# block 1

File: config.mk
export PLATFORM = sky130hd
export DESIGN_NAME = ain_spike_encoder
export DESIGN_NICKNAME = d
export VERILOG_FILES = /design/src/rtl/ain_spike_encoder_pkg.sv /design/src/rtl/ain_spike_encoder_if_neuron.sv /design/src/rtl/ain_spike_encoder.sv
export SDC_FILE = /design/constraint.sdc
export NUM_CORES = 1
export LEC_CHECK = 0
export ABC_AREA = 1
export CORE_ASPECT_RATIO = 0.8
export CORE_MARGIN = 2
export CORE_UTILIZATION = 30
export CTS_CLUSTER_SIZE = 24
export DETAILED_ROUTE_END_ITERATION = 8
export DONT_BUFFER_PORTS = 1
export PLACE_DENSITY_LB_ADDON = 0.3
export REMOVE_ABC_BUFFERS = 1
export SYNTH_ARGS = -nofsm -noshare
export SYNTH_HDL_FRONTEND = slang
export SYNTH_HIERARCHICAL = 1
export SYNTH_SLANG_ARGS = --single-unit
export TNS_END_PERCENT = 10
File: constraint.sdc
create_clock -name clk -period 2.4 [get_ports clk]
set_input_delay 0.48 -clock clk [delete_from_list [all_inputs] [get_ports clk]]
set_output_delay 0.48 -clock clk [all_outputs]
set_load 0.03 [all_outputs]
File: src/rtl/ain_spike_encoder_pkg.sv
// Shared definitions for the analog-input spike encoder: FSM state
// encodings, the system mode that enables acquisition, and the special
// ain_state codes produced by the ADC averaging front end.
package ain_spike_encoder_pkg;

    typedef enum logic [2:0] {
        ST_IDLE    = 3'd0,
        ST_CAPTURE = 3'd1,
        ST_ENCODE  = 3'd2,
        ST_DONE    = 3'd3,
        ST_WAIT    = 3'd4
    } enc_state_t;

    // system_state value in which capture and encoding are allowed
    localparam logic [2:0] RUN_STATE = 3'd1;

    // ain_state codes: front end idle, and all channels finished
    localparam logic [3:0] AIN_IDLE = 4'd0;
    localparam logic [3:0] AIN_END  = 4'd5;

endpackage

File: src/rtl/ain_spike_encoder_if_neuron.sv
// Integrate-and-fire neuron for one channel. Each step adds the channel
// value to an AW-bit accumulator; the carry out of that add is the spike.
// The accumulator wraps instead of saturating, which yields exactly
// floor(steps*ch/2^AW) spikes over a window.
module ain_if_neuron
    import ain_spike_encoder_pkg::*;
#(
    parameter int AW = 12
) (
    input  logic          clk,
    input  logic          rst,
    input  logic          clr,
    input  logic          step,
    input  logic [AW-1:0] ch,
    output logic          spike
);

    logic [AW-1:0] acc;
    logic [AW:0]   sum;

    assign sum = {1'b0, acc} + {1'b0, ch};

    // Accumulate on each step and latch the carry as the spike bit
    always_ff @(posedge clk) begin
        if (rst || clr) begin
            acc   <= '0;
            spike <= 1'b0;
        end else if (step) begin
            acc   <= sum[AW-1:0];
            spike <= sum[AW];
        end
    end

endmodule

File: src/rtl/ain_spike_encoder.sv
// Captures the per-channel ADC averages as the front end steps through its
// channels, then rate-codes them into spike trains over T_STEPS steps of
// STEP_CYCLES clocks each. Dropping key_state or leaving system mode 1
// aborts back to IDLE at any point; captured values are kept.
// Optional build macro SPIKE_COUNT_EN adds per-channel spike counters on
// output spike_cnt.
module ain_spike_encoder
    import ain_spike_encoder_pkg::*;
#(
    parameter int N_CH        = 4,
    parameter int AW          = 12,
    parameter int T_STEPS     = 64,
    parameter int STEP_CYCLES = 16
) (
    input  logic                 clk,
    input  logic                 rst,
    input  logic                 key_state,
    input  logic [2:0]           system_state,
    input  logic [3:0]           ain_state,
    input  logic [AW-1:0]        ain_ave,
    output logic [N_CH-1:0]      spike_out,
    output logic                 spike_valid,
    output logic [5:0]           step_idx,
    output logic                 enc_busy,
    output logic                 enc_done,
    output logic [N_CH*AW-1:0]   ch_val
`ifdef SPIKE_COUNT_EN
    ,
    output logic [N_CH*7-1:0]    spike_cnt
`endif
);

    localparam int            CW        = $clog2(STEP_CYCLES);
    localparam logic [CW-1:0] CYC_LAST  = CW'(STEP_CYCLES - 1);
    localparam logic [5:0]    LAST_STEP = 6'(T_STEPS - 1);

    enc_state_t                   state;
    enc_state_t                   next_state;
    logic                         run;
    logic [3:0]                   ain_state_d;
    logic                         chan_valid;
    logic [N_CH-1:0][AW-1:0]      ch_reg;
    logic [N_CH-1:0]              cap_flag;
    logic [CW-1:0]                cyc_cnt;
    logic                         enc_entry;
    logic                         step_fire;
    logic                         neuron_clr;

    assign run        = key_state && (system_state == RUN_STATE);
    assign ch_val     = ch_reg;
    assign neuron_clr = !run || (state == ST_IDLE) || enc_entry;
    assign chan_valid = (ain_state != ain_state_d) &&
                        (ain_state_d != AIN_IDLE) &&
                        (ain_state_d != AIN_END) &&
                        (ain_state_d <= 4'(N_CH));

    // State register
    always_ff @(posedge clk) begin
        if (rst) begin
            state <= ST_IDLE;
        end else begin
            state <= next_state;
        end
    end

    // Next-state logic plus the state-decoded strobes and flags
    always_comb begin
        next_state = state;
        enc_busy   = (state == ST_ENCODE);
        enc_done   = (state == ST_DONE);
        enc_entry  = 1'b0;
        step_fire  = (state == ST_ENCODE) && run && (cyc_cnt == CYC_LAST);
        if (!run) begin
            next_state = ST_IDLE;
        end else begin
            case (state)
                ST_IDLE:    next_state = ST_CAPTURE;
                ST_CAPTURE: begin
                    if (&cap_flag) begin
                        next_state = ST_ENCODE;
                        enc_entry  = 1'b1;
                    end
                end
                ST_ENCODE: begin
                    if (spike_valid && (step_idx == LAST_STEP)) begin
                        next_state = ST_DONE;
                    end
                end
                ST_DONE:    next_state = ST_WAIT;
                ST_WAIT: begin
                    if (ain_state == AIN_IDLE) begin
                        next_state = ST_IDLE;
                    end
                end
                default:    next_state = ST_IDLE;
            endcase
        end
    end

    // One-cycle delayed channel index, used to detect the index advancing
    always_ff @(posedge clk) begin
        if (rst) begin
            ain_state_d <= AIN_IDLE;
        end else begin
            ain_state_d <= ain_state;
        end
    end

    // Latch the finished channel's average while capturing; flags reset on abort/idle
    always_ff @(posedge clk) begin
        if (rst) begin
            ch_reg   <= '0;
            cap_flag <= '0;
        end else if (!run || (state == ST_IDLE)) begin
            cap_flag <= '0;
        end else if ((state == ST_CAPTURE) && chan_valid) begin
            for (int i = 0; i < N_CH; i++) begin
                if (ain_state_d == 4'(i + 1)) begin
                    ch_reg[i]   <= ain_ave;
                    cap_flag[i] <= 1'b1;
                end
            end
        end
    end

    // Step timing: cycle counter, step index and the spike_valid strobe
    always_ff @(posedge clk) begin
        if (rst || !run || (state == ST_IDLE)) begin
            cyc_cnt     <= '0;
            step_idx    <= '0;
            spike_valid <= 1'b0;
        end else begin
            spike_valid <= step_fire;
            if (enc_entry) begin
                cyc_cnt  <= '0;
                step_idx <= '0;
            end else if (state == ST_ENCODE) begin
                cyc_cnt <= (cyc_cnt == CYC_LAST) ? '0 : cyc_cnt + CW'(1);
                if (spike_valid && (step_idx != LAST_STEP)) begin
                    step_idx <= step_idx + 6'd1;
                end
            end
        end
    end

    for (genvar g = 0; g < N_CH; g++) begin : g_neuron
        ain_if_neuron #(
            .AW(AW)
        ) u_neuron (
            .clk  (clk),
            .rst  (rst),
            .clr  (neuron_clr),
            .step (step_fire),
            .ch   (ch_reg[g]),
            .spike(spike_out[g])
        );
    end

`ifdef SPIKE_COUNT_EN
    logic [N_CH-1:0][6:0] cnt_reg;

    assign spike_cnt = cnt_reg;

    // Count emitted spikes per channel; cleared only when a new window starts
    always_ff @(posedge clk) begin
        if (rst || enc_entry) begin
            cnt_reg <= '0;
        end else if (spike_valid) begin
            for (int i = 0; i < N_CH; i++) begin
                cnt_reg[i] <= cnt_reg[i] + 7'(spike_out[i]);
            end
        end
    end
`endif

endmodule

# block 2

File: config.mk
export PLATFORM = sky130hd
export DESIGN_NAME = alu_arbiter
export DESIGN_NICKNAME = d
export VERILOG_FILES = /design/src/rtl/alu_arbiter.sv
export SDC_FILE = /design/constraint.sdc
export NUM_CORES = 1
export LEC_CHECK = 0
export CORE_ASPECT_RATIO = 1.25
export CORE_MARGIN = 5
export CORE_UTILIZATION = 43
export CTS_BUF_LIST = sky130_fd_sc_hd__clkbuf_4
export CTS_CLUSTER_DIAMETER = 50
export DETAILED_ROUTE_END_ITERATION = 8
export PLACE_DENSITY = 0.89
export SYNTH_ARGS = -nofsm -noshare
export SYNTH_HDL_FRONTEND = slang
export SYNTH_SLANG_ARGS = --single-unit
File: constraint.sdc
create_clock -name clk -period 3 [get_ports clk]
set_input_delay 0.3 -clock clk [delete_from_list [all_inputs] [get_ports clk]]
set_output_delay 0.3 -clock clk [all_outputs]
set_load 0.02 [all_outputs]
File: src/rtl/alu_arbiter.sv
// Round-robin arbiter sharing one datapath ALU between two requesters.
// Operands are registered into the ALU; the result is held until accepted.
module alu_arbiter #(
  parameter int WIDTH = 32
) (
  input  logic             clk,
  input  logic             reset_n,
  input  logic             Req0Valid,
  input  logic [WIDTH-1:0] Req0SrcA,
  input  logic [WIDTH-1:0] Req0SrcB,
  input  logic [2:0]       Req0Ctrl,
  output logic             Req0Ready,
  input  logic             Req1Valid,
  input  logic [WIDTH-1:0] Req1SrcA,
  input  logic [WIDTH-1:0] Req1SrcB,
  input  logic [2:0]       Req1Ctrl,
  output logic             Req1Ready,
  output logic [WIDTH-1:0] SrcA,
  output logic [WIDTH-1:0] SrcB,
  output logic [2:0]       ALUControl,
  input  logic [WIDTH-1:0] ALUResult,
  input  logic             ALUFlags,
  output logic             RespValid0,
  output logic             RespValid1,
  output logic [WIDTH-1:0] RespResult,
  output logic             RespZero,
  input  logic             RespReady0,
  input  logic             RespReady1
);

  typedef enum logic [1:0] {
    IDLE,
    EXEC,
    RESP
  } state_t;

  state_t state, state_nxt;
  logic   owner, lastgrant;
  logic   own_ready, accept;
  logic   any, sel, take;

  always_comb begin
    own_ready = owner ? RespReady1 : RespReady0;
    accept    = (state == IDLE) ||
                ((state == RESP) && own_ready);
    any       = Req0Valid | Req1Valid;
    // On a tie the requester that did not win last time goes next
    sel       = (Req0Valid && Req1Valid) ? ~lastgrant
                                         : Req1Valid;
    take      = accept & any & reset_n;
    Req0Ready = take & ~sel;
    Req1Ready = take & sel;
  end

  always_comb begin
    state_nxt = state;
    unique case (state)
      IDLE: if (take) state_nxt = EXEC;
      EXEC: state_nxt = RESP;
      RESP: begin
        if (take)           state_nxt = EXEC;
        else if (own_ready) state_nxt = IDLE;
      end
      default: state_nxt = IDLE;
    endcase
  end

  always_ff @(posedge clk or negedge reset_n) begin
    if (!reset_n) begin
      state      <= IDLE;
      owner      <= 1'b0;
      lastgrant  <= 1'b1;
      SrcA       <= '0;
      SrcB       <= '0;
      ALUControl <= 3'b000;
      RespValid0 <= 1'b0;
      RespValid1 <= 1'b0;
      RespResult <= '0;
      RespZero   <= 1'b0;
    end else begin
      state <= state_nxt;
      if (take) begin
        SrcA       <= sel ? Req1SrcA : Req0SrcA;
        SrcB       <= sel ? Req1SrcB : Req0SrcB;
        ALUControl <= sel ? Req1Ctrl : Req0Ctrl;
        owner      <= sel;
        lastgrant  <= sel;
      end
      if (state == EXEC) begin
        RespResult <= ALUResult;
        RespZero   <= ALUFlags;
        RespValid0 <= ~owner;
        RespValid1 <= owner;
      end
      if ((state == RESP) && own_ready) begin
        RespValid0 <= 1'b0;
        RespValid1 <= 1'b0;
      end
    end
  end

endmodule


==> layout pictures side by side <==
Gate families picked out.
picture 1
Scale: 4 px per um.
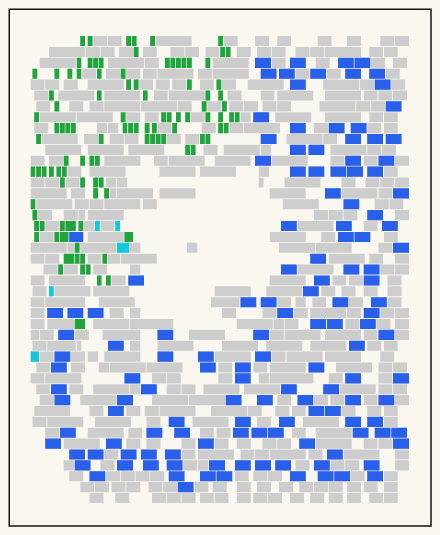
picture 2
Scale: 3 px per um.
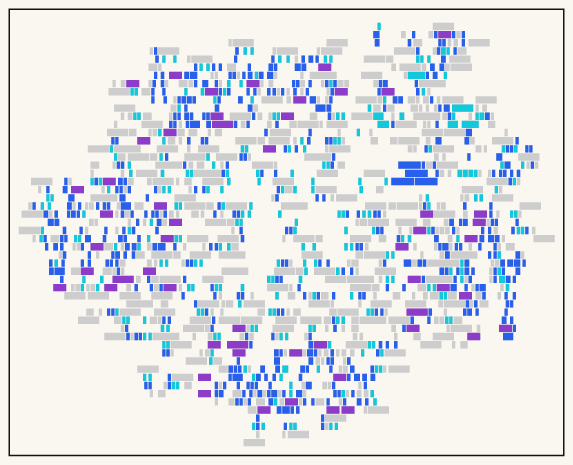
Block 1 is picture 2.
Block 2 is picture 1.
Of these, largest die: picture 2
Of these, most cells: picture 2

Key to picture 1:
NAND gates -> green  # cells 107, most used nand2_1
NOR gates -> cyan  # cells 5, most used nor2_1, where middle left
multiplexers -> blue  # cells 137, most used mux2_2, where all over the die

Figure 1. Routed metal per tile (block 1).
Scale: 2 px per um. 37 x 30 tiles, from white (low) to dark blue (high), scaled to the fullest tile. Values are wire area over tile area, all layers added.
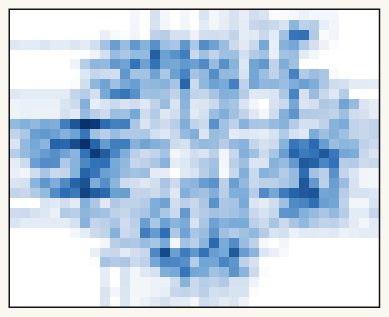
mean over tiles = 0.13
tiles over half the peak = 16%
nearly empty tiles = 24%
densest ninth of the die = middle left
Via Count: 7185
average wire per standard cell: 13.0 um
total length of routed wires: 21400 um
Total Routing Usage GR: 16.6%

==> impl_metrics.py, block 1 <==
# Synthesis and PnR figures
metrics = {
    "logic_synthesis": {
        "topCellsByArea": "sky130_fd_sc_hd__dfxtp_1 31%, sky130_fd_sc_hd__nand2_1 17%, sky130_fd_sc_hd__nor2_1 11%",
        "yosys.area_share.simple_pct": 39.6,
        "synth-warning-count": 6,
        "aoi_share_pct": 5.46,
        "ys_cells": 1237,
        "postSynthAreaPerCell_um2": 6.31,
        "ys.flops": 122,
        "ys_async_sr_fraction_pct": 0,
    },
    "detailed_routing": {
        "drt-pass1-iter-count": 5,
        "route.met3.wl_um": 1660,
        "drc": 0,
        "vias_per_cell": 4.38,
    },
    "worst_setup_path": {
        "crit_fanout": 14,
        "worst_r2r_startpoint": "state[2]$_SDFFE_PP0P_",
        "critical_path_class": "flip-flop to flip-flop",
        "worst_path_arrival_time_ns": 2.32,
        "timing.critical_path.to_type": "flip-flop",
        "slowest_stage": "sky130_fd_sc_hd__dfxtp_1",
    },
    "placement": {
        "place_congestion": 0.870,
        "io_buffers": 0,
        "place_hpwl_um": 16500,
    },
    "floorplanning": {
        "io_pins": 83,
        "fp.dieH_um": 148,
    },
    "cells_and_area": {
        "final.fill_count": 2769,
        "layout.buffer.nonclock.area_share_pct": 4.32,
        "flop_count": 122,
        "regArea_um2": 2440,
        "num-nets-final": 1357,
        "post-route-util_pct": 35.3,
    },
    "final_timing": {
        "setup_slack_ns": 0.389,
        "max_slew_margin_pct": 63.9,
    },
    "job": {
        "openroad.warnings": 25,
    },
    "clocking": {
        "post_cts_hold_buffer_count": 0,
    },
    "status": {
        "outcome": "finished, final reports clean",
    },
}
-- block 1: sequential cells by signal, summed over array words and instances (netlist names) --
signal / cells
g_neuron.u_neuron/spike: 4
state: 3
cap_flag: 4
ch_val: 48
ain_state_d: 4
spike_valid: 1
step_idx: 6
g_neuron.u_neuron/acc: 48
cyc_cnt: 4
-- block 1: power by group --
group          total (mW)  switching (mW)  internal [mW]
sequential           2.03         0.00358           2.03
combinational      0.0532          0.0407         0.0125
clock                2.34           0.940           1.40
total                4.43           0.985           3.44
-- block 1: metrics by stage --
| step | instances | power (mW) |
|---|---|---|
| 5_1_grt | 1642 | 4.57 |
| 4_1_cts | 1642 | 4.48 |
| 3_5_place_dp | 1613 | 2.13 |
| 2_1_floorplan | 1212 | 2.12 |
| 6_report | 1642 | 4.43 |
| 3_3_place_gp | 1613 | 2.13 |
-- block 1: metal layers --
metal	global-route usage, %	up-vias
met5	0	-
met4	4.12	0
met3	6.05	20
met2	24.3	115
met1	22.9	3172
li1	-	3878
Figure 2. Layout detail (block 2).
Region (38, 24) to (68, 54) um. Cells in grey, sequential cells in the stronger grey; small squares are vias.
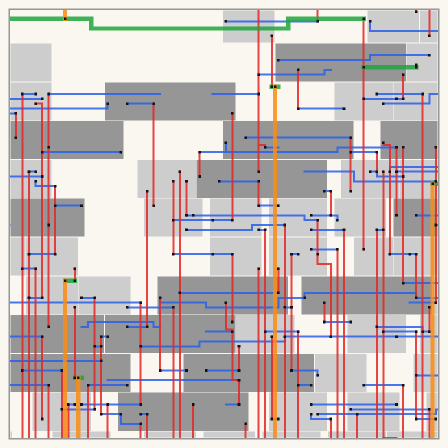
met3 -> green
met1 -> blue
met2 -> red
met4 -> orange
most frequent = dfrtp_1 (13), clkdlybuf4s50_1 (12), mux2_2 (10)
cells with their middle in the window = 39
sequential cells in the window = 13
netlist names of flops here include = SrcA (7), SrcB (5)

Figure 3. Routed metal per tile (block 2).
Scale: 3 px per um. 21 x 26 tiles, from white (low) to dark blue (high), scaled to the fullest tile. Values are wire area over tile area, all layers added.
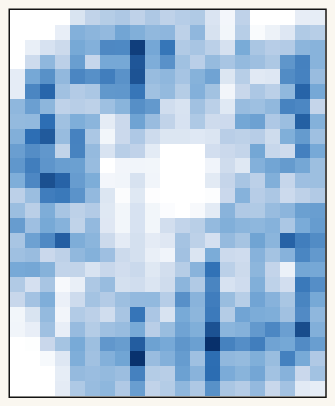
mean over tiles = 0.18
nearly empty tiles = 7.3%
emptiest ninth of the die = centre
fullest tile = 0.49
tiles over half the peak = 25%
Total Routing Usage GR: 21.4%
total length of routed wires: 14700 um

==> impl_metrics.py, block 2 <==
# Synthesis and PnR figures
metrics = {
    "cells_and_area": {
        "post-route-util_pct": 71.4,
        "drive_above_1_share_pct": 23.8,
        "postLayoutCellArea_um2": 7920,
        "num-nets-final": 833,
    },
    "final_timing": {
        "max_slew_margin_pct": 54.4,
        "setup_slack_ns": 0.316,
    },
    "placement": {
        "place.detailed.instances": 783,
    },
    "floorplanning": {
        "core_util_floorplan_pct": 43.8,
    },
    "logic_synthesis": {
        "synth-warning-count": 0,
        "synth.most_common_cell": "sky130_fd_sc_hd__mux2_2",
        "yosys.area_share.simple_pct": 9.22,
        "ys_cells": 388,
        "synthMuxAreaShare_pct": 31.7,
    },
    "pwr": {
        "leakage_nw": 3.34,
        "p_int_mw": 4.33,
        "power_frac_seq_pct": 35.7,
    },
    "worst_setup_path": {
        "worst-path-stages": 4,
    },
    "clocking": {
        "cell_at_the_root_of_the_clock_tree": "sky130_fd_sc_hd__clkbuf_4",
        "postCtsResizedCells": 0,
        "htree_levels": 3,
    },
    "status": {
        "outcome": "finished, final reports clean",
    },
    "detailed_routing": {
        "route.met3.wl_um": 1070,
    },
}
## block 2: how the worst max path moves through the flow
| stage | from | end | slack, ns |
|---|---|---|---|
| 2_1_floorplan | owner$_DFFE_PN0P_ | Req0Ready | 0.86 |
| 3_3_place_gp | RespReady1 | Req0Ready | 0.48 |
| 3_5_place_dp | RespReady1 | Req0Ready | 0.45 |
| 4_1_cts | owner$_DFFE_PN0P_ | Req0Ready | 0.27 |
| 5_1_grt | owner$_DFFE_PN0P_ | Req0Ready | 0.16 |
| 6_report | owner$_DFFE_PN0P_ | Req0Ready | 0.32 |
## block 2: area by class of cell
class / instances / area [um^2] / area share [%]
tap: 135 / 169 / 2.13
clock inverter: 3 / 63.8 / 0.806
sequential: 106 / 2650 / 33.5
clock buffer: 13 / 97.6 / 1.23
timing repair buffer: 285 / 2860 / 36.1
multi-input combinational: 257 / 2070 / 26.1
antenna: 1 / 2.50 / 0.0316
inverter: 1 / 3.75 / 0.0474
## block 2: flip-flops by register name, indices dropped and copies added (netlist names)
signal / flops
ALUControl: 3
RespResult: 32
RespValid0: 1
RespValid1: 1
RespZero: 1
SrcA: 32
SrcB: 32
lastgrant: 1
owner: 1
state: 2


## Gallery

Routing congestion map.
image #1
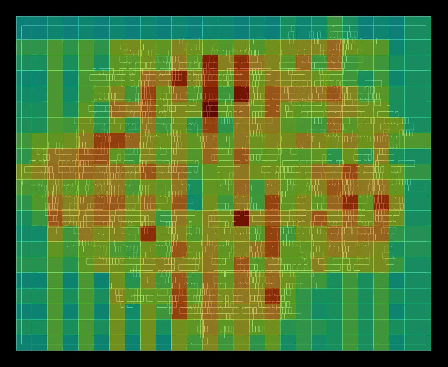
image #2
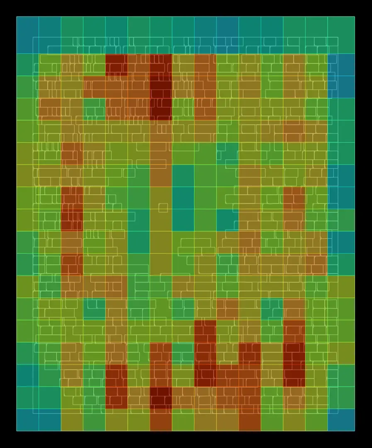
- most wire per cell: image #2
- highest utilization: image #2
| from | picture |
|---|---|
| block 1 | image #1 |
| block 2 | image #2 |

Power figures rest on the tool's default switching activity, not on a simulated workload.
